# block 1

**Block 1: routed clock nets over the placement**

Scale bar: 10 um.
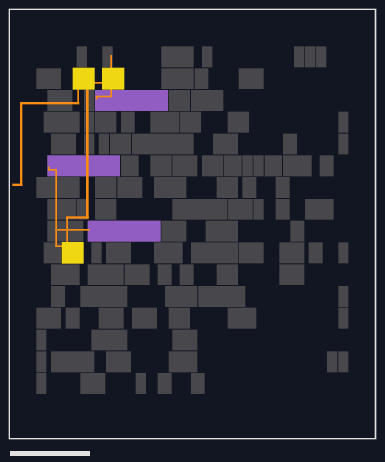

### src/rtl/hazard_unit_pkg.sv
// hazard_unit_pkg
// Shared pipeline register package: FD/DE/EM/MW latch structs, the hazard
// controller state encoding and the stall counter type. Imported by the
// hazard unit and by the pipeline latches.
`timescale 1ns/1ps
package hazard_unit_pkg;

    // Hazard controller states
    typedef enum logic [1:0] {
        RUN     = 2'd0,
        MEMWAIT = 2'd1,
        HALTED  = 2'd2
    } hz_state_e;

    // Width-16 performance counter
    typedef logic [15:0] stall_cnt_t;

    localparam stall_cnt_t STALL_CNT_MAX = 16'hFFFF;

    // Pipeline latch contents; a flush loads the all-zero value of these.
    typedef struct packed {
        logic [31:0] instr;
        logic [31:0] pc_plus4;
    } fd_latch_t;

    typedef struct packed {
        logic [4:0]  rs;
        logic [4:0]  rt;
        logic [4:0]  rd;
        logic [31:0] rdat1;
        logic [31:0] rdat2;
        logic [31:0] imm;
        logic        dcuREN;
        logic        dcuWEN;
        logic        halt;
    } de_latch_t;

    typedef struct packed {
        logic [4:0]  wsel;
        logic [31:0] alu_out;
        logic [31:0] store_dat;
        logic        dcuREN;
        logic        dcuWEN;
        logic        redirect;
        logic        halt;
    } em_latch_t;

    typedef struct packed {
        logic [4:0]  wsel;
        logic [31:0] wdat;
        logic        wen;
        logic        halt;
    } mw_latch_t;

endpackage

### src/rtl/hazard_unit_if.sv
// hazard_unit_if
// Bundles the pipeline status inputs and the latch control outputs of the
// hazard unit.
//   master : pipeline side (drives status, receives enables/flushes)
//   slave  : hazard unit side
// Status  : ihit, dhit, fd_rs, fd_rt, de_dcuREN, de_rt, em_dcuREN,
//           em_dcuWEN, em_redirect, mw_halt
// Control : pc_en, fd_en, de_en, em_en, mw_en, fd_flush, de_flush,
//           em_flush, halted, stall_cnt
`timescale 1ns/1ps
interface hazard_unit_if;
    import hazard_unit_pkg::*;

    logic       ihit;
    logic       dhit;
    logic [4:0] fd_rs;
    logic [4:0] fd_rt;
    logic       de_dcuREN;
    logic [4:0] de_rt;
    logic       em_dcuREN;
    logic       em_dcuWEN;
    logic       em_redirect;
    logic       mw_halt;

    logic       pc_en;
    logic       fd_en;
    logic       de_en;
    logic       em_en;
    logic       mw_en;
    logic       fd_flush;
    logic       de_flush;
    logic       em_flush;
    logic       halted;
    stall_cnt_t stall_cnt;

    modport master (
        output ihit, dhit, fd_rs, fd_rt, de_dcuREN, de_rt,
               em_dcuREN, em_dcuWEN, em_redirect, mw_halt,
        input  pc_en, fd_en, de_en, em_en, mw_en,
               fd_flush, de_flush, em_flush, halted, stall_cnt
    );

    modport slave (
        input  ihit, dhit, fd_rs, fd_rt, de_dcuREN, de_rt,
               em_dcuREN, em_dcuWEN, em_redirect, mw_halt,
        output pc_en, fd_en, de_en, em_en, mw_en,
               fd_flush, de_flush, em_flush, halted, stall_cnt
    );

endinterface

### src/rtl/hazard_unit_load_use_detect.sv
// load_use_detect
// Purely combinational load-use hazard detection: the load in DE writes a
// register that the instruction in FD reads. r0 never creates a hazard.
// Ports:
//   i_de_dcuREN  DE latch holds a load
//   i_de_rt      destination of that load
//   i_fd_rs      rs of the FD instruction
//   i_fd_rt      rt of the FD instruction
//   o_load_use   hazard present
`timescale 1ns/1ps
module load_use_detect (
    input  logic       i_de_dcuREN,
    input  logic [4:0] i_de_rt,
    input  logic [4:0] i_fd_rs,
    input  logic [4:0] i_fd_rt,
    output logic       o_load_use
);

    logic w_dst_nonzero;
    logic w_src_match;

    assign w_dst_nonzero = (i_de_rt != 5'd0);
    assign w_src_match   = (i_de_rt == i_fd_rs) || (i_de_rt == i_fd_rt);
    assign o_load_use    = i_de_dcuREN && w_dst_nonzero && w_src_match;

endmodule

### src/rtl/hazard_unit.sv
// hazard_unit
// Pipeline hazard controller: produces PC/latch enables and flushes from
// cache status, load-use hazards, branch redirects and halt.
// Ports:
//   CLK   core clock, rising edge
//   RST   asynchronous active-high reset
//   bus   hazard_unit_if.slave (status in, enables/flushes/halted/stall_cnt out)
// Build option:
//   HAZARD_PERF_CNT_EN  builds the saturating stall counter; without it
//                       stall_cnt is tied to zero.
//
// state   | meaning
// --------+--------------------------------------------------------------
// RUN     | normal flow; halt > data miss > redirect > load-use > i-miss
// MEMWAIT | data cache miss outstanding, pipeline frozen until dhit
// HALTED  | core stopped, only RST leaves
`timescale 1ns/1ps
module hazard_unit
    import hazard_unit_pkg::*;
(
    input  logic         CLK,
    input  logic         RST,
    hazard_unit_if.slave bus
);

    localparam logic [1:0] ST_RUN     = RUN;
    localparam logic [1:0] ST_MEMWAIT = MEMWAIT;
    localparam logic [1:0] ST_HALTED  = HALTED;

    logic [1:0] r_state;
    logic       r_halted;
    logic [1:0] w_next_state;

    logic w_load_use;
    logic w_data_miss;

    logic w_pc_en, w_fd_en, w_de_en, w_em_en, w_mw_en;
    logic w_fd_flush, w_de_flush, w_em_flush;

    load_use_detect u_load_use_detect (
        .i_de_dcuREN (bus.de_dcuREN),
        .i_de_rt     (bus.de_rt),
        .i_fd_rs     (bus.fd_rs),
        .i_fd_rt     (bus.fd_rt),
        .o_load_use  (w_load_use)
    );

    // A hit in the same cycle as the access completes it, no wait needed.
    assign w_data_miss = (bus.em_dcuREN || bus.em_dcuWEN) && !bus.dhit;

    always_comb begin
        w_next_state = r_state;
        w_pc_en      = 1'b0;
        w_fd_en      = 1'b0;
        w_de_en      = 1'b0;
        w_em_en      = 1'b0;
        w_mw_en      = 1'b0;
        w_fd_flush   = 1'b0;
        w_de_flush   = 1'b0;
        w_em_flush   = 1'b0;

        case (r_state)
            ST_RUN: begin
                if (bus.mw_halt) begin
                    w_next_state = ST_HALTED;
                end else if (w_data_miss) begin
                    w_next_state = ST_MEMWAIT;
                end else if (bus.em_redirect) begin
                    {w_pc_en, w_fd_en, w_de_en, w_em_en, w_mw_en} = 5'b11111;
                    {w_fd_flush, w_de_flush, w_em_flush}          = 3'b111;
                end else if (w_load_use) begin
                    // Hold PC and FD, push a bubble into DE, let EM/MW drain.
                    {w_de_en, w_em_en, w_mw_en} = 3'b111;
                    w_de_flush                  = 1'b1;
                end else if (!bus.ihit) begin
                    // Hold PC; FD takes a bubble while the fetch retries.
                    {w_fd_en, w_de_en, w_em_en, w_mw_en} = 4'b1111;
                    w_fd_flush                           = 1'b1;
                end else begin
                    {w_pc_en, w_fd_en, w_de_en, w_em_en, w_mw_en} = 5'b11111;
                end
            end
            ST_MEMWAIT: begin
                if (bus.dhit) begin
                    {w_pc_en, w_fd_en, w_de_en, w_em_en, w_mw_en} = 5'b11111;
                    w_next_state = ST_RUN;
                end
            end
            ST_HALTED: begin
                w_next_state = ST_HALTED;
            end
            default: begin
                w_next_state = ST_RUN;
            end
        endcase
    end

    always_ff @(posedge CLK or posedge RST) begin
        if (RST) begin
            r_state  <= ST_RUN;
            r_halted <= 1'b0;
        end else begin
            r_state  <= w_next_state;
            r_halted <= (w_next_state == ST_HALTED);
        end
    end

    assign bus.pc_en    = w_pc_en;
    assign bus.fd_en    = w_fd_en;
    assign bus.de_en    = w_de_en;
    assign bus.em_en    = w_em_en;
    assign bus.mw_en    = w_mw_en;
    assign bus.fd_flush = w_fd_flush;
    assign bus.de_flush = w_de_flush;
    assign bus.em_flush = w_em_flush;
    assign bus.halted   = r_halted;

`ifdef HAZARD_PERF_CNT_EN
    stall_cnt_t r_stall_cnt;

    always_ff @(posedge CLK or posedge RST) begin
        if (RST) begin
            r_stall_cnt <= '0;
        end else if (!w_pc_en && (r_state != ST_HALTED) &&
                     (r_stall_cnt != STALL_CNT_MAX)) begin
            r_stall_cnt <= r_stall_cnt + 16'd1;
        end
    end

    assign bus.stall_cnt = r_stall_cnt;
`else
    assign bus.stall_cnt = '0;
`endif

endmodule

### src/flat_wrapper.sv
// flat-port wrapper written by rule: the top's interface ports become plain ports
module hazard_unit_flat import hazard_unit_pkg::*;
  (CLK, RST, bus_ihit, bus_dhit, bus_fd_rs, bus_fd_rt, bus_de_dcuREN, bus_de_rt, bus_em_dcuREN, bus_em_dcuWEN, bus_em_redirect, bus_mw_halt, bus_pc_en, bus_fd_en, bus_de_en, bus_em_en, bus_mw_en, bus_fd_flush, bus_de_flush, bus_em_flush, bus_halted, bus_stall_cnt);
  hazard_unit_if bus_i ();
  input  logic CLK;
  input  logic RST;
  input wire logic [$bits(bus_i.ihit)-1:0] bus_ihit;
  input wire logic [$bits(bus_i.dhit)-1:0] bus_dhit;
  input wire logic [$bits(bus_i.fd_rs)-1:0] bus_fd_rs;
  input wire logic [$bits(bus_i.fd_rt)-1:0] bus_fd_rt;
  input wire logic [$bits(bus_i.de_dcuREN)-1:0] bus_de_dcuREN;
  input wire logic [$bits(bus_i.de_rt)-1:0] bus_de_rt;
  input wire logic [$bits(bus_i.em_dcuREN)-1:0] bus_em_dcuREN;
  input wire logic [$bits(bus_i.em_dcuWEN)-1:0] bus_em_dcuWEN;
  input wire logic [$bits(bus_i.em_redirect)-1:0] bus_em_redirect;
  input wire logic [$bits(bus_i.mw_halt)-1:0] bus_mw_halt;
  output wire logic [$bits(bus_i.pc_en)-1:0] bus_pc_en;
  output wire logic [$bits(bus_i.fd_en)-1:0] bus_fd_en;
  output wire logic [$bits(bus_i.de_en)-1:0] bus_de_en;
  output wire logic [$bits(bus_i.em_en)-1:0] bus_em_en;
  output wire logic [$bits(bus_i.mw_en)-1:0] bus_mw_en;
  output wire logic [$bits(bus_i.fd_flush)-1:0] bus_fd_flush;
  output wire logic [$bits(bus_i.de_flush)-1:0] bus_de_flush;
  output wire logic [$bits(bus_i.em_flush)-1:0] bus_em_flush;
  output wire logic [$bits(bus_i.halted)-1:0] bus_halted;
  output wire logic [$bits(bus_i.stall_cnt)-1:0] bus_stall_cnt;
  assign bus_i.ihit = bus_ihit;
  assign bus_i.dhit = bus_dhit;
  assign bus_i.fd_rs = bus_fd_rs;
  assign bus_i.fd_rt = bus_fd_rt;
  assign bus_i.de_dcuREN = bus_de_dcuREN;
  assign bus_i.de_rt = bus_de_rt;
  assign bus_i.em_dcuREN = bus_em_dcuREN;
  assign bus_i.em_dcuWEN = bus_em_dcuWEN;
  assign bus_i.em_redirect = bus_em_redirect;
  assign bus_i.mw_halt = bus_mw_halt;
  assign bus_pc_en = bus_i.pc_en;
  assign bus_fd_en = bus_i.fd_en;
  assign bus_de_en = bus_i.de_en;
  assign bus_em_en = bus_i.em_en;
  assign bus_mw_en = bus_i.mw_en;
  assign bus_fd_flush = bus_i.fd_flush;
  assign bus_de_flush = bus_i.de_flush;
  assign bus_em_flush = bus_i.em_flush;
  assign bus_halted = bus_i.halted;
  assign bus_stall_cnt = bus_i.stall_cnt;
  hazard_unit u_core (.CLK(CLK), .RST(RST), .bus(bus_i));
endmodule
### config.mk
export PLATFORM = sky130hd
export DESIGN_NAME = hazard_unit_flat
export DESIGN_NICKNAME = d
export VERILOG_FILES = /design/src/rtl/hazard_unit_pkg.sv /design/src/rtl/hazard_unit_if.sv /design/src/rtl/hazard_unit_load_use_detect.sv /design/src/rtl/hazard_unit.sv /design/src/flat_wrapper.sv
export SDC_FILE = /design/constraint.sdc
export NUM_CORES = 1
export LEC_CHECK = 0
export ABC_AREA = 0
export CORE_ASPECT_RATIO = 1.2
export CORE_MARGIN = 3
export CORE_UTILIZATION = 25
export DETAILED_ROUTE_END_ITERATION = 10
export HOLD_SLACK_MARGIN = 0.1
export MAX_ROUTING_LAYER = met4
export PLACE_DENSITY = 0.75
export SYNTH_ARGS = -nofsm -noshare
export SYNTH_HDL_FRONTEND = slang
export SYNTH_SLANG_ARGS = --single-unit
### constraint.sdc
create_clock -name CLK -period 1.25 [get_ports CLK]
set_input_delay 0.1875 -clock CLK [delete_from_list [all_inputs] [get_ports CLK]]
set_output_delay 0.1875 -clock CLK [all_outputs]
set_load 0.01 [all_outputs]
# block 2

## config.mk

```make
export PLATFORM = sky130hd
export DESIGN_NAME = alu_datapath
export DESIGN_NICKNAME = d
export VERILOG_FILES = /design/src/rtl/alu_datapath.sv
export SDC_FILE = /design/constraint.sdc
export NUM_CORES = 1
export LEC_CHECK = 0
export ABC_AREA = 1
export ABC_CLOCK_PERIOD_IN_PS = 4100
export CAP_MARGIN = 20
export CELL_PAD_IN_SITES_DETAIL_PLACEMENT = 0
export CELL_PAD_IN_SITES_GLOBAL_PLACEMENT = 1
export CORE_MARGIN = 2
export CORE_UTILIZATION = 34
export CTS_BUF_LIST = sky130_fd_sc_hd__clkbuf_8
export DETAILED_ROUTE_END_ITERATION = 10
export GPL_TIMING_DRIVEN = 0
export PLACE_DENSITY_LB_ADDON = 0.08
export REMOVE_ABC_BUFFERS = 1
export SYNTH_ARGS = -nofsm -noshare
export SYNTH_HDL_FRONTEND = slang
export SYNTH_SLANG_ARGS = --single-unit
```

## constraint.sdc

```tcl
create_clock -name clk -period 4.1 [get_ports clk]
set_clock_uncertainty 0.2 [all_clocks]
set_input_delay 0.82 -clock clk [delete_from_list [all_inputs] [get_ports clk]]
set_output_delay 0.82 -clock clk [all_outputs]
set_load 0.02 [all_outputs]
```

## src/rtl/alu_datapath.sv

```systemverilog
`default_nettype none
// ============================================================================
// Module   : alu_datapath
// Purpose  : Execute-stage datapath for the 16-bit-instruction / 8-bit-data
//            RISC core. It contains the operand-A select mux, a registered
//            8-bit ALU with a branch compare flag, the branch-qualify AND
//            gate, the write-back mux and the PC-increment mux.
// Ports    : clk, rst        - clock; synchronous active-high reset
//            opcode          - ALU operation (4 bits)
//            read_data1/2    - register-file read ports
//            immediate       - decoded immediate / branch offset
//            ALU_src         - operand B select (1: immediate)
//            load            - load instruction (A = immediate, WB = memory)
//            branch          - branch instruction active
//            mem_read_data   - data-memory read data
//            alu_result      - registered ALU result / memory address
//            compare         - registered branch-condition flag
//            branch_taken    - branch & compare
//            write_data      - register-file write-back value
//            pc_increment    - PC step value
// Config   : ALU_SHIFT_EN - when defined, opcodes 6/7 are SLL/SRL; when
//            undefined, the shifter is omitted and both opcodes give 8'h00.
// Revision : 1.0 - initial release
// ============================================================================
module alu_datapath (
  input  logic       clk,
  input  logic       rst,
  input  logic [3:0] opcode,
  input  logic [7:0] read_data1,
  input  logic [7:0] read_data2,
  input  logic [7:0] immediate,
  input  logic       ALU_src,
  input  logic       load,
  input  logic       branch,
  input  logic [7:0] mem_read_data,
  output logic [7:0] alu_result,
  output logic       compare,
  output logic       branch_taken,
  output logic [7:0] write_data,
  output logic [7:0] pc_increment
);

  localparam logic [3:0] OP_ADD   = 4'd0;
  localparam logic [3:0] OP_SUB   = 4'd1;
  localparam logic [3:0] OP_AND   = 4'd2;
  localparam logic [3:0] OP_OR    = 4'd3;
  localparam logic [3:0] OP_XOR   = 4'd4;
  localparam logic [3:0] OP_NOT   = 4'd5;
  localparam logic [3:0] OP_SLL   = 4'd6;
  localparam logic [3:0] OP_SRL   = 4'd7;
  localparam logic [3:0] OP_LOAD  = 4'd8;
  localparam logic [3:0] OP_STORE = 4'd9;
  localparam logic [3:0] OP_BEQ   = 4'd10;
  localparam logic [3:0] OP_BNE   = 4'd11;
  localparam logic [3:0] OP_BLT   = 4'd12;
  localparam logic [3:0] OP_MOV   = 4'd14;

  logic [7:0] w_op_a;
  logic [7:0] w_op_b;
  logic [7:0] w_sum;
  logic [7:0] w_diff;
  logic [7:0] alu_result_d, alu_result_q;
  logic       compare_d, compare_q;

  // Loads form their address from the immediate base, so A is redirected.
  assign w_op_a = load    ? immediate : read_data1;
  assign w_op_b = ALU_src ? immediate : read_data2;
  assign w_sum  = w_op_a + w_op_b;
  assign w_diff = w_op_a - w_op_b;

  always_comb begin
    alu_result_d = 8'h00;
    compare_d    = 1'b0;
    case (opcode)
      OP_ADD, OP_LOAD, OP_STORE: alu_result_d = w_sum;
      OP_SUB:   alu_result_d = w_diff;
      OP_AND:   alu_result_d = w_op_a & w_op_b;
      OP_OR:    alu_result_d = w_op_a | w_op_b;
      OP_XOR:   alu_result_d = w_op_a ^ w_op_b;
      OP_NOT:   alu_result_d = ~w_op_a;
`ifdef ALU_SHIFT_EN
      // Only the low three bits of B form the shift amount.
      OP_SLL:   alu_result_d = w_op_a << w_op_b[2:0];
      OP_SRL:   alu_result_d = w_op_a >> w_op_b[2:0];
`else
      OP_SLL, OP_SRL: alu_result_d = 8'h00;
`endif
      OP_BEQ: begin
        alu_result_d = w_diff;
        compare_d    = (w_op_a == w_op_b);
      end
      OP_BNE: begin
        alu_result_d = w_diff;
        compare_d    = (w_op_a != w_op_b);
      end
      OP_BLT: begin
        alu_result_d = w_diff;
        compare_d    = (w_op_a < w_op_b);
      end
      OP_MOV:   alu_result_d = w_op_b;
      default:  alu_result_d = 8'h00;  // JUMP, NOP
    endcase
  end

  always_ff @(posedge clk) begin
    if (rst) begin
      alu_result_q <= 8'h00;
      compare_q    <= 1'b0;
    end else begin
      alu_result_q <= alu_result_d;
      compare_q    <= compare_d;
    end
  end

  assign alu_result   = alu_result_q;
  assign compare      = compare_q;
  // Registered flag qualified by the branch input of the current cycle.
  assign branch_taken = branch & compare_q;
  assign pc_increment = branch_taken ? immediate : 8'h01;
  assign write_data   = load ? mem_read_data : alu_result_q;

endmodule
`default_nettype wire

```

# block 3

$ cat src/rtl/fifo_queue_if.sv
// Producer/consumer bundle for fifo_queue.
// QUEUE_ERROR_FLAGS_EN adds sticky overflow/underflow status.
interface fifo_queue_if #(
  parameter int DATA_WIDTH = 8
);
  logic                  enqueue;
  logic                  dequeue;
  logic                  peek;
  logic [DATA_WIDTH-1:0] data_in;
  logic [DATA_WIDTH-1:0] data_out;
  logic                  is_empty;
  logic                  is_full;
`ifdef QUEUE_ERROR_FLAGS_EN
  logic                  overflow;
  logic                  underflow;
`endif

  modport master (
    output enqueue,
    output dequeue,
    output peek,
    output data_in,
    input  data_out,
    input  is_empty,
`ifdef QUEUE_ERROR_FLAGS_EN
    input  overflow,
    input  underflow,
`endif
    input  is_full
  );

  modport slave (
    input  enqueue,
    input  dequeue,
    input  peek,
    input  data_in,
    output data_out,
    output is_empty,
`ifdef QUEUE_ERROR_FLAGS_EN
    output overflow,
    output underflow,
`endif
    output is_full
  );
endinterface

$ cat src/rtl/fifo_queue.sv
// Circular-buffer byte FIFO with registered read data and peek.
// QUEUE_ERROR_FLAGS_EN adds sticky overflow/underflow outputs.
module fifo_queue #(
  parameter  int DATA_WIDTH = 8,
  parameter  int DEPTH      = 8,
  localparam int PTR_WIDTH  = $clog2(DEPTH)
) (
  input logic        clk,
  input logic        rst,
  fifo_queue_if.slave q
);
  localparam int TOP_W = PTR_WIDTH + 1;

  logic [DATA_WIDTH-1:0] mem [DEPTH];
  logic [PTR_WIDTH-1:0]  rptr;
  logic [PTR_WIDTH-1:0]  wptr;
  logic [TOP_W-1:0]      top;
  logic [TOP_W-1:0]      top_next;

  logic empty;
  logic full;
  logic deq_ok;
  logic enq_ok;
  logic peek_ok;

  assign empty   = (top == '0);
  assign full    = (top == TOP_W'(DEPTH));
  assign deq_ok  = q.dequeue && !empty;
  // A pop in the same cycle frees the slot a full queue needs
  assign enq_ok  = q.enqueue && (!full || deq_ok);
  assign peek_ok = q.peek && !q.dequeue && !empty;

  always_comb begin
    top_next = top;
    unique case (1'b1)
      enq_ok && !deq_ok: top_next = top + TOP_W'(1);
      deq_ok && !enq_ok: top_next = top - TOP_W'(1);
      default: ;
    endcase
  end

  always_ff @(posedge clk) begin
    if (enq_ok)
      mem[wptr] <= q.data_in;
  end

  always_ff @(posedge clk or posedge rst) begin
    if (rst) begin
      rptr       <= '0;
      wptr       <= '0;
      top        <= '0;
      q.data_out <= '0;
      q.is_empty <= 1'b1;
      q.is_full  <= 1'b0;
    end else begin
      if (enq_ok)
        wptr <= wptr + PTR_WIDTH'(1);
      if (deq_ok)
        rptr <= rptr + PTR_WIDTH'(1);
      if (deq_ok || peek_ok)
        q.data_out <= mem[rptr];
      top        <= top_next;
      q.is_empty <= (top_next == '0);
      q.is_full  <= (top_next == TOP_W'(DEPTH));
    end
  end

`ifdef QUEUE_ERROR_FLAGS_EN
  always_ff @(posedge clk or posedge rst) begin
    if (rst) begin
      q.overflow  <= 1'b0;
      q.underflow <= 1'b0;
    end else begin
      if (q.enqueue && !enq_ok)
        q.overflow <= 1'b1;
      if ((q.dequeue || q.peek) && empty)
        q.underflow <= 1'b1;
    end
  end
`endif
endmodule

$ cat src/flat_wrapper.sv
// flat-port wrapper written by rule: the top's interface ports become plain ports
module fifo_queue_flat 
#(
  parameter  int DATA_WIDTH = 8,
  parameter  int DEPTH      = 8,
  localparam int PTR_WIDTH  = $clog2(DEPTH)
)
  (clk, rst, q_enqueue, q_dequeue, q_peek, q_data_in, q_data_out, q_is_empty, q_is_full);
  fifo_queue_if #(.DATA_WIDTH(DATA_WIDTH)) q_i ();
  input logic clk;
  input logic rst;
  input wire logic [$bits(q_i.enqueue)-1:0] q_enqueue;
  input wire logic [$bits(q_i.dequeue)-1:0] q_dequeue;
  input wire logic [$bits(q_i.peek)-1:0] q_peek;
  input wire logic [$bits(q_i.data_in)-1:0] q_data_in;
  output wire logic [$bits(q_i.data_out)-1:0] q_data_out;
  output wire logic [$bits(q_i.is_empty)-1:0] q_is_empty;
  output wire logic [$bits(q_i.is_full)-1:0] q_is_full;
  assign q_i.enqueue = q_enqueue;
  assign q_i.dequeue = q_dequeue;
  assign q_i.peek = q_peek;
  assign q_i.data_in = q_data_in;
  assign q_data_out = q_i.data_out;
  assign q_is_empty = q_i.is_empty;
  assign q_is_full = q_i.is_full;
  fifo_queue #(.DATA_WIDTH(DATA_WIDTH), .DEPTH(DEPTH)) u_core (.clk(clk), .rst(rst), .q(q_i));
endmodule
$ cat config.mk
export PLATFORM = sky130hd
export DESIGN_NAME = fifo_queue_flat
export DESIGN_NICKNAME = d
export VERILOG_FILES = /design/src/rtl/fifo_queue_if.sv /design/src/rtl/fifo_queue.sv /design/src/flat_wrapper.sv
export SDC_FILE = /design/constraint.sdc
export NUM_CORES = 1
export LEC_CHECK = 0
export ABC_AREA = 1
export CAP_MARGIN = 40
export CORE_MARGIN = 2
export CORE_UTILIZATION = 52
export DETAILED_ROUTE_END_ITERATION = 10
export HOLD_SLACK_MARGIN = 0.02
export PLACE_DENSITY = 0.74
export SETUP_SLACK_MARGIN = 0.1
export SLEW_MARGIN = 5
export SYNTH_ARGS = -nofsm -noshare
export SYNTH_HDL_FRONTEND = slang
export SYNTH_SLANG_ARGS = --single-unit
$ cat constraint.sdc
create_clock -name clk -period 2.1 [get_ports clk]
set_clock_uncertainty 0.05 [all_clocks]
set_input_delay 0.42 -clock clk [delete_from_list [all_inputs] [get_ports clk]]
set_output_delay 0.42 -clock clk [all_outputs]
set_load 0.01 [all_outputs]
# block 4

--- config.mk ---
export PLATFORM = sky130hd
export DESIGN_NAME = seg_time_counter
export DESIGN_NICKNAME = d
export VERILOG_FILES = /design/src/rtl/seg_time_pkg.sv /design/src/rtl/seg_time_counter_bcd_digit.sv /design/src/rtl/seg_time_counter.sv
export SDC_FILE = /design/constraint.sdc
export NUM_CORES = 1
export LEC_CHECK = 0
export CAP_MARGIN = 10
export CORE_ASPECT_RATIO = 1.25
export CORE_MARGIN = 2
export CORE_UTILIZATION = 50
export DETAILED_ROUTE_END_ITERATION = 8
export GPL_TIMING_DRIVEN = 0
export PLACE_DENSITY = 0.76
export SYNTH_ARGS = -nofsm -noshare
export SYNTH_HDL_FRONTEND = slang
export SYNTH_SLANG_ARGS = --single-unit
--- constraint.sdc ---
create_clock -name clk -period 2.6 [get_ports clk]
set_clock_uncertainty 0.15 [all_clocks]
set_input_delay 0.26 -clock clk [delete_from_list [all_inputs] [get_ports clk]]
set_output_delay 0.26 -clock clk [all_outputs]
set_load 0.03 [all_outputs]
--- src/rtl/seg_time_pkg.sv ---
// Shared types, digit limits and preset field positions for the HH:MM:SS counter.
package seg_time_pkg;

  typedef enum logic {
    STOP = 1'b0,
    RUN  = 1'b1
  } state_t;

  localparam logic [3:0] SEC_U_MAX     = 4'd9;
  localparam logic [3:0] SEC_T_MAX     = 4'd5;
  localparam logic [3:0] MIN_U_MAX     = 4'd9;
  localparam logic [3:0] MIN_T_MAX     = 4'd5;
  localparam logic [3:0] HR_U_MAX      = 4'd9;
  localparam logic [3:0] HR_MAX_T      = 4'd2;
  localparam logic [3:0] HR_MAX_U_AT_2 = 4'd3;

  localparam int unsigned SEC_U_LSB = 0;
  localparam int unsigned SEC_T_LSB = 4;
  localparam int unsigned MIN_U_LSB = 8;
  localparam int unsigned MIN_T_LSB = 12;
  localparam int unsigned HR_U_LSB  = 16;
  localparam int unsigned HR_T_LSB  = 20;

  function automatic logic load_legal(input logic [23:0] d);
    logic hr_ok;
    if (d[HR_T_LSB +: 4] < HR_MAX_T)
      hr_ok = (d[HR_U_LSB +: 4] <= HR_U_MAX);
    else if (d[HR_T_LSB +: 4] == HR_MAX_T)
      hr_ok = (d[HR_U_LSB +: 4] <= HR_MAX_U_AT_2);
    else
      hr_ok = 1'b0;
    return hr_ok
        && (d[SEC_U_LSB +: 4] <= SEC_U_MAX)
        && (d[SEC_T_LSB +: 4] <= SEC_T_MAX)
        && (d[MIN_U_LSB +: 4] <= MIN_U_MAX)
        && (d[MIN_T_LSB +: 4] <= MIN_T_MAX);
  endfunction

endpackage

--- src/rtl/seg_time_counter_bcd_digit.sv ---
// One BCD digit with wrap at MAX; priority clear > load > increment.
module bcd_digit #(
  parameter logic [3:0] MAX = 4'd9
) (
  input  logic       clk,
  input  logic       reset_n,
  input  logic       inc,
  input  logic       clr,
  input  logic       ld,
  input  logic [3:0] ld_val,
  output logic [3:0] q,
  output logic       carry
);

  assign carry = inc && (q == MAX);

  always_ff @(posedge clk or negedge reset_n) begin
    if (!reset_n)
      q <= '0;
    else if (clr)
      q <= '0;
    else if (ld)
      q <= ld_val;
    else if (inc)
      q <= (q == MAX) ? 4'd0 : q + 4'd1;
  end

endmodule

--- src/rtl/seg_time_counter.sv ---
// HH:MM:SS BCD time-of-day counter with 1 s prescaler, start/stop, clear and validated preset.
module seg_time_counter
  import seg_time_pkg::*;
#(
  parameter int unsigned TICK_DIV = 50_000_000
) (
  input  logic        clk,
  input  logic        reset_n,
  input  logic        start,
  input  logic        stop,
  input  logic        clr,
  input  logic        load_valid,
  input  logic [23:0] load_data,
  output logic        load_ready,
  output logic        load_err,
  output logic [3:0]  seg0_dig,
  output logic [3:0]  seg1_dig,
  output logic [3:0]  seg2_dig,
  output logic [3:0]  seg3_dig,
  output logic [3:0]  seg4_dig,
  output logic [3:0]  seg5_dig,
  output logic        sec_pulse,
  output logic        rollover
);

  localparam int unsigned PRE_W = $clog2(TICK_DIV);
  localparam logic [PRE_W-1:0] PRE_MAX = PRE_W'(TICK_DIV - 1);

  state_t           state, state_nxt;
  logic [PRE_W-1:0] pre;
  logic             load_acc, load_ok, tick;
  logic             c0, c1, c2, c3, c4, hr_wrap;
  logic             hr_t_carry_unused;

  always_ff @(posedge clk or negedge reset_n) begin
    if (!reset_n)
      state <= STOP;
    else
      state <= state_nxt;
  end

  always_comb begin
    state_nxt = state;
    case (state)
      STOP:    if (start && !stop) state_nxt = RUN;
      RUN:     if (stop && !start) state_nxt = STOP;
      default: state_nxt = STOP;
    endcase
  end

  assign load_ready = (state == STOP);
  assign load_acc   = load_valid && load_ready && !clr;
  assign load_ok    = load_acc && load_legal(load_data);
  assign tick       = (state == RUN) && (pre == PRE_MAX) && !clr && !load_acc;

  always_ff @(posedge clk or negedge reset_n) begin
    if (!reset_n)
      pre <= '0;
    else if (clr || load_ok)
      pre <= '0;
    else if (state == RUN)
      pre <= (pre == PRE_MAX) ? '0 : pre + 1'b1;
  end

  // Hours wrap 23 -> 00 by clearing both hour digits instead of letting units count on.
  assign hr_wrap = c3 && (seg5_dig == HR_MAX_T) && (seg4_dig == HR_MAX_U_AT_2);

  bcd_digit #(.MAX(SEC_U_MAX)) u_sec_u (
    .clk(clk), .reset_n(reset_n), .inc(tick), .clr(clr), .ld(load_ok),
    .ld_val(load_data[SEC_U_LSB +: 4]), .q(seg0_dig), .carry(c0)
  );
  bcd_digit #(.MAX(SEC_T_MAX)) u_sec_t (
    .clk(clk), .reset_n(reset_n), .inc(c0), .clr(clr), .ld(load_ok),
    .ld_val(load_data[SEC_T_LSB +: 4]), .q(seg1_dig), .carry(c1)
  );
  bcd_digit #(.MAX(MIN_U_MAX)) u_min_u (
    .clk(clk), .reset_n(reset_n), .inc(c1), .clr(clr), .ld(load_ok),
    .ld_val(load_data[MIN_U_LSB +: 4]), .q(seg2_dig), .carry(c2)
  );
  bcd_digit #(.MAX(MIN_T_MAX)) u_min_t (
    .clk(clk), .reset_n(reset_n), .inc(c2), .clr(clr), .ld(load_ok),
    .ld_val(load_data[MIN_T_LSB +: 4]), .q(seg3_dig), .carry(c3)
  );
  bcd_digit #(.MAX(HR_U_MAX)) u_hr_u (
    .clk(clk), .reset_n(reset_n), .inc(c3 && !hr_wrap), .clr(clr || hr_wrap), .ld(load_ok),
    .ld_val(load_data[HR_U_LSB +: 4]), .q(seg4_dig), .carry(c4)
  );
  bcd_digit #(.MAX(HR_MAX_T)) u_hr_t (
    .clk(clk), .reset_n(reset_n), .inc(c4), .clr(clr || hr_wrap), .ld(load_ok),
    .ld_val(load_data[HR_T_LSB +: 4]), .q(seg5_dig), .carry(hr_t_carry_unused)
  );

  always_ff @(posedge clk or negedge reset_n) begin
    if (!reset_n) begin
      sec_pulse <= 1'b0;
      rollover  <= 1'b0;
      load_err  <= 1'b0;
    end else begin
      sec_pulse <= tick;
      rollover  <= hr_wrap;
      load_err  <= load_acc && !load_ok;
    end
  end

endmodule

**Block 4: wiring by layer**

Two of the layers only.
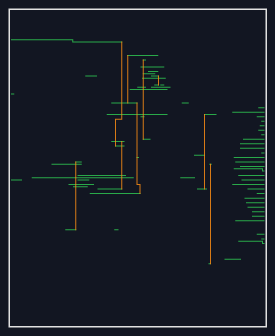
Orange is metal 4, wire length 189 um. Green is metal 3, wire length 390 um.
Vias: 3,053
GRT Overall Usage: 23.10%
wire per inst: 15.71 um
WL final: 8152 um

==> flow_summary.yaml, block 4 <==
# synthesis and place-and-route metrics
clock_network:
  postCtsSetupRepairBufs: 0
  cts_sinks: 54
  path_clk_slew_ps: 90
  clock_path_buffers: 2
placed_design:
  dp.cells: 507
critical_path:
  cp_slowest_cell: "o31ai_2"
  cp_slowest_stage_delay_ps: 680
  crit_path_start: "load_data[2]"
  required_ps: 2630
status:
  outcome: "complete, no violations"
logic_synthesis:
  synth.distinct_cells: 63
die:
  die_w_um: 76.77
  num_rows: 33
  die_h_um: 94.96
  boundaryPins: 58
drt:
  top_layer: "met4"
  first_iter_violations: 135
timing:
  hold_slack_ps: 250.8
  setup_viol: 0
  drv_slew: 0
job:
  openroad.warnings: 27
final_layout:
  final_util_pct: 63.87
  lay_top_count: "clkdlybuf4s50_1"
global_routing:
  met3_usage_pct: 3.920
  grt-busiest-layer: "met2"
pwr:
  power_density_nw_per_um2: 360.0
  leakage_nw: 1.634
  power.total_mw: 1.491
[block 4: flip-flops by register name (all words and copies together), names as in the netlist]
name	count
load_err	1
pre	26
rollover	1
sec_pulse	1
state	1
u_hr_t.q	4
u_hr_u.q	4
u_min_t.q	4
u_min_u.q	4
u_sec_t.q	4
u_sec_u.q	4
[block 4: cell families (layout without fill, tap and decap cells)]
kind of cell,after synthesis,count (layout),share of synthesized area [%]
compound gates,80,80,15.88
xor+xnor,22,22,5.822
fa+ha+maj,2,2,0.6805
buf+inv,23,93,2.836
flops,54,54,40.83
mux,7,7,2.193
simple gates,174,174,31.76
[block 4: worst register-to-register path, stage by stage (launching register included)]
cell,delay [ps]
dfrtp_1,460
and4bb_1,380
nand3_1,220
o31ai_1,750
nor4_1,110
a21oi_1,150
nor2_1,50
[block 4: final cells by class]
type                       count  area [um^2]  share of cell area [%]
clock buffer                   7        86.33                   2.085
buffer                        12        56.30                   1.360
tap                           87        108.9                   2.629
timing repair buffer          62        618.1                   14.93
inverter                      11        41.29                  0.9973
sequential                    54         1351                   32.64
clock inverter                 1        5.005                  0.1209
multi-input combinational    285         1873                   45.24
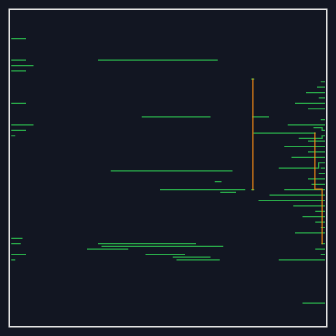
**Above:** block 2 (wiring by layer).
Two of the layers only.
Orange is metal 4, wire length 57.6 um. Green is metal 3, wire length 428 um.
GRT Overall Usage: 19.31%
wire per inst: 12.44 um

==> flow_summary.yaml, block 2 <==
# synthesis and place-and-route metrics
pwr:
  power.total_uw: 543.3
  irDropWorstVdd_v: 0.0001315
  power_frac_seq_pct: 18.7
logic_synthesis:
  synth_top_area_share_pct: 17.18
  top_cells_by_area: "nand2_1 (17%), ha_1 (16%), inv_1 (11%)"
  ys_area_um2: 1944
placed_design:
  dp.cells: 458
timing:
  max_freq_mhz: 254.3
  timing.setup.tns_ps: 0
die:
  num_rows: 27
  boundaryPins: 67
global_routing:
  grt_overflow_total: 0
  met3_usage_pct: 2.376
clock_network:
  postCtsSetupRepairBufs: 0
final_layout:
  lay_top_count: "nand2_1"
  final_util_pct: 48.33
status:
  outcome: "complete, no violations"
critical_path:
  worst-setup-path-type: "input port to primary output"
  cp-start-kind: "input port"
drt:
  first_iter_violations: 134
  wl_met2_um: 2526
==> block 2: area by class of cell <==
cell class	count	area [um^2]	area share, %
inverters	64	240.2	9.027
well taps	72	90.09	3.385
clock inverters	1	3.754	0.1410
repair buffers	66	660.6	24.82
flip-flops and latches	9	180.2	6.770
clock buffers	3	41.29	1.551
multi-input cells	247	1445	54.30
==> block 2: power groups by stage <==
| stage | sequential [mW] | combinational (mW) | clock [mW] |
|---|---|---|---|
| 2_1_floorplan | 0.115 | 0.200 | 0 |
| 6_report | 0.102 | 0.344 | 0.0976 |
| 3_3_place_gp | 0.103 | 0.342 | 0 |
| 5_1_grt | 0.103 | 0.386 | 0.109 |
| 3_5_place_dp | 0.104 | 0.344 | 0 |
| 4_1_cts | 0.102 | 0.346 | 0.101 |
==> block 2: kinds of logic after synthesis <==
family	count (synthesis)	synth area share, %
AND/OR/NAND/NOR	174	39.38
buffers and inverters	74	16.41
AND-OR/OR-AND	38	12.16
adder cells (fa/ha/maj)	27	18.15
flip-flops	9	9.266
multiplexers	8	4.633
==> block 2: critical path, stage by stage <==
cell	delay, ps
clkdlybuf4s50_1	1130
mux2_2	420
clkdlybuf4s50_1	540
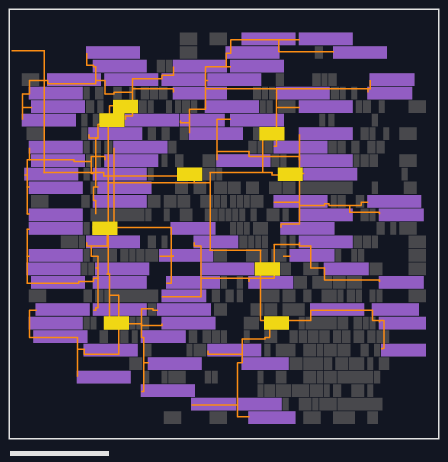
**Above:** block 3 (routed clock nets over the placement).
Scale bar: 20 um.
Purple is flip-flops, count 84. Orange is clock wires, length 847 um. Yellow is clock drivers, count 9.
Position of the flops: all over the die.
worst skew pair latency: 340 ps
Clk power: 1.38 mW
clock power share: 23.9%

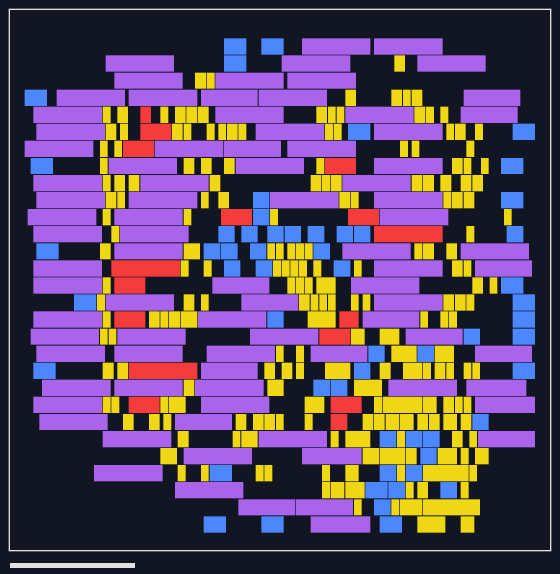
**Above:** block 3 (placement by cell class).
Scale bar: 20 um.
Red is clock drivers and dummy loads, cells 16, share of their area 5.9%. Purple is sequential cells, cells 84, share of their area 58%. Blue is remaining buffers and delay cells, cells 56, share of their area 11%. Yellow is combinational and other logic, cells 207, share of their area 25%.
core area: 6422 um^2
Design Area, Final: 4307 um^2

==> flow_summary.yaml, block 3 <==
# synthesis and place-and-route metrics
timing:
  hold_violations: 0
  slew_headroom_pct: 63.88
global_routing:
  grtUsageTotal_pct: 20.83
  use_met2_pct: 33.83
  grt-busiest-layer: "met2"
logic_synthesis:
  top_area_cell: "edfxtp_1"
  synth_area_um2: 3502
  edf_count: 64
  ys_area_um2: 3502
final_layout:
  clock_buffers: 10
  flops: 84
  fin_cells: 440
  n_fill_cell: 455
critical_path:
  required_ps: 2320
drt:
  ant_nets: 0
  wl_met1_um: 3006
status:
  outcome: "complete, no violations"
pwr:
  power_leader: "sequential cells"
  switching_power_mw: 1.941
  power_density_nw_per_um2: 1337
  power_frac_seq_pct: 40.0
hold_path:
  hold_class: "input port to async pin"
placed_design:
  port_buffers: 22
clock_network:
  clock_path_buffers: 2
==> block 3: sequential cells by signal, summed over array words and instances (netlist names) <==
name / cells
u_core.mem: 64
u_core.q.data_out: 8
u_core.top: 4
u_core.rptr: 3
u_core.wptr: 3
u_core.q.is_empty: 1
u_core.q.is_full: 1
==> block 3: stage by stage <==
stage / util (%) / hold slack, ps
finish: 67.06 / 347.5
global placement: 62.17 / 419.8
floorplan: - / 333.1
global route: 67.06 / 364.1
CTS: 66.12 / 358.3
detailed placement: 62.17 / 429.8
==> block 3: kinds of logic (layout without fill, tap and decap cells) <==
family | Yosys count | after routing | share of synthesized area (%)
buffers and inverters | 26 | 88 | 2.965
XOR/XNOR | 4 | 4 | 1.000
AND-OR/OR-AND | 62 | 62 | 9.503
flip-flops | 84 | 84 | 69.20
multiplexers | 1 | 1 | 0.3215
adder cells (fa/ha/maj) | 5 | 5 | 2.001
AND/OR/NAND/NOR | 119 | 119 | 15.01
==> block 3: worst max-delay path: stages <==
cell	delay, ps
clkdlybuf4s50_1	520
nand3_2	90
inv_1	150
ha_4	240
a21oi_2	150
nand3_1	100
nand2_2	100
nand2_2	60
nand2_1	70
nand3_1	90
nor2_1	90
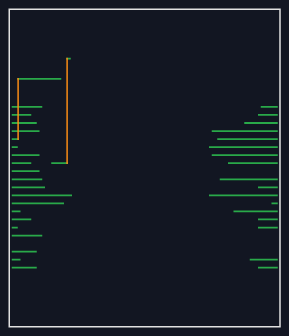
**Above:** block 1 (wiring by layer).
Two of the layers only.
Green is metal 3, wire length 194 um. Orange is metal 4, wire length 27.9 um.
Vias: 521
wire per inst: 11.25 um

## Picture notes: 'routed clock nets over the placement' of block 1
Purple is flip-flops, count 3. Orange is clock wires, length 72.2 um. Yellow is clock drivers, count 3.
There are 4 routed clock nets.
clock power share: 38.4%
Clk power: 172 uW
worst skew pair latency: 240 ps
clk_skew: 4.306 ps

==> flow_summary.yaml, block 1 <==
# synthesis and place-and-route metrics
status:
  outcome: "finished with violations"
  violations: "setup timing"
timing:
  setup_viol: 8
  fin_crit_sh_pct: 133.1
  setup_ws_ps: -414.3
  timing.setup.tns_ps: -2839
critical_path:
  cp-start-kind: "flop"
  end_kind: "primary output"
clock_network:
  postCtsSetupRepairBufs: 3
placed_design:
  port_buffers: 32
hold_path:
  hold_class: "input port to async pin"
drt:
  wirelength_um: 1417
  wl_met2_um: 714
die:
  die_area_um2: 2435
global_routing:
  grt_max_degree: 6
final_layout:
  largest_cell_class: "non-clock buffers"
[block 1: worst max-delay path: stages, from the launching register on]
cell	delay [ps]
dfrtp_1	400
buf_6	130
and3b_2	210
or2_4	230
a21boi_4	130
buf_2	140
[block 1: registers in the layout, indices dropped and copies added, names as in the netlist]
| name | cells |
|---|---|
| u_core.bus.halted | 1 |
| u_core.r_state | 2 |
[block 1: power breakdown]
part / leakage [nW] / switching [mW] / internal [mW]
Sequential: 0.0315 / 0.000000136 / 0.0976
Clock: 0.0150 / 0.0523 / 0.120
Combinational: 0.423 / 0.0873 / 0.0913
Total: 0.469 / 0.140 / 0.309
[block 1: cells in the mapped netlist]
library cell   n  area share (%)
nor3_1         3             3.2
and3b_1        1             1.9
o21a_1         1             1.6
nor2_1         8             6.4
xnor2_1        4             7.5
a21oi_2        1             1.9
and2_1         1             1.3
conb_1         1            0.80
a21boi_1       1             1.6
o21ai_2        1             1.9
nand2_1        1            0.80
a21oi_1        3             3.2
inv_1          3             2.4
nand3_1        2             2.1
nor4_2         1             2.7
buf_4         18              29
or2_2          1             1.3
dfrtp_1        3              16
o21ai_0        1             1.1
xor2_1         6              11
or4_4          1             2.4


==> notes/layouts.md <==
Pictures saved along the way, in no particular order.

PDN straps and rails.
(a)
Scale bar: 20 um. Pins as bars on the die edge.
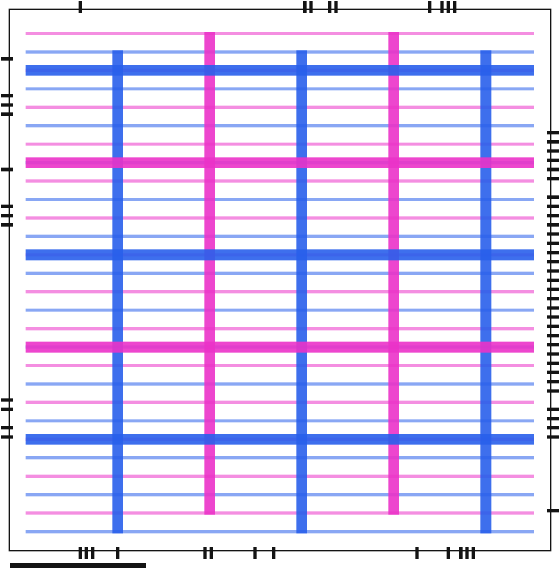
(b)
Scale bar: 10 um. Pins as bars on the die edge.
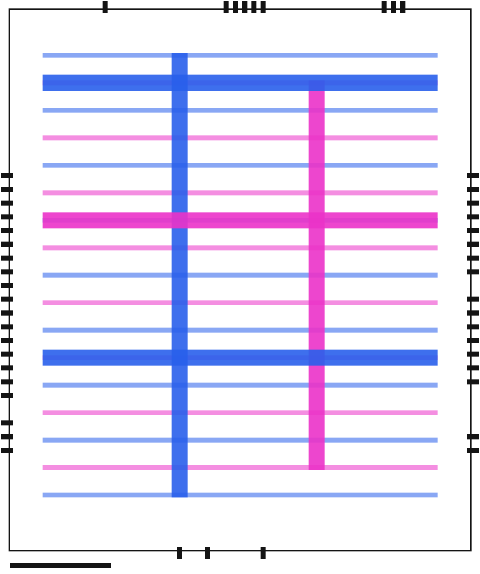
(c)
Scale bar: 20 um. Pins as bars on the die edge.
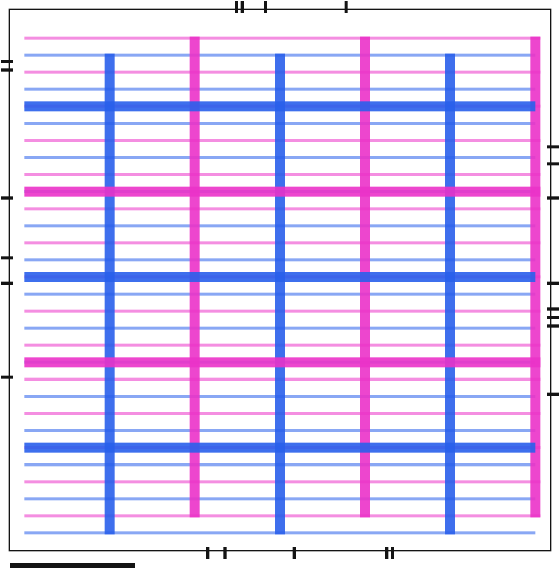
(d)
Scale bar: 20 um. Pins as bars on the die edge.
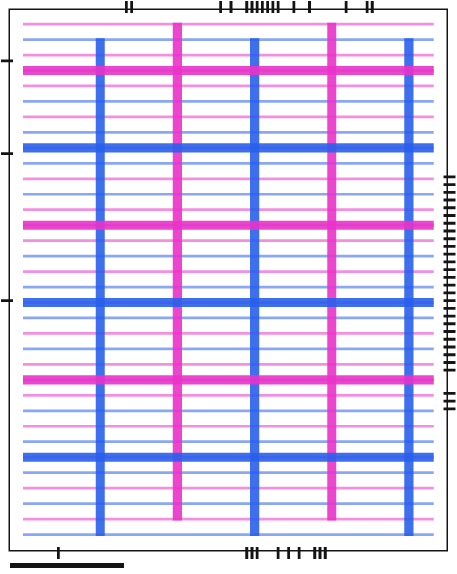
(a) is block 2.
(c) is block 3.
(b) is block 1.
(d) is block 4.
Of these, fewest pins: (c)
Of these, smallest die: (b)

Key to (d):
Magenta is VDD. Blue is VSS.
The core has 33 rows. 58 signal pins sit on the boundary. 34 met1 rails follow the rows. 5 straps on met4.

Power figures rest on the tool's default switching activity, not on a simulated workload.
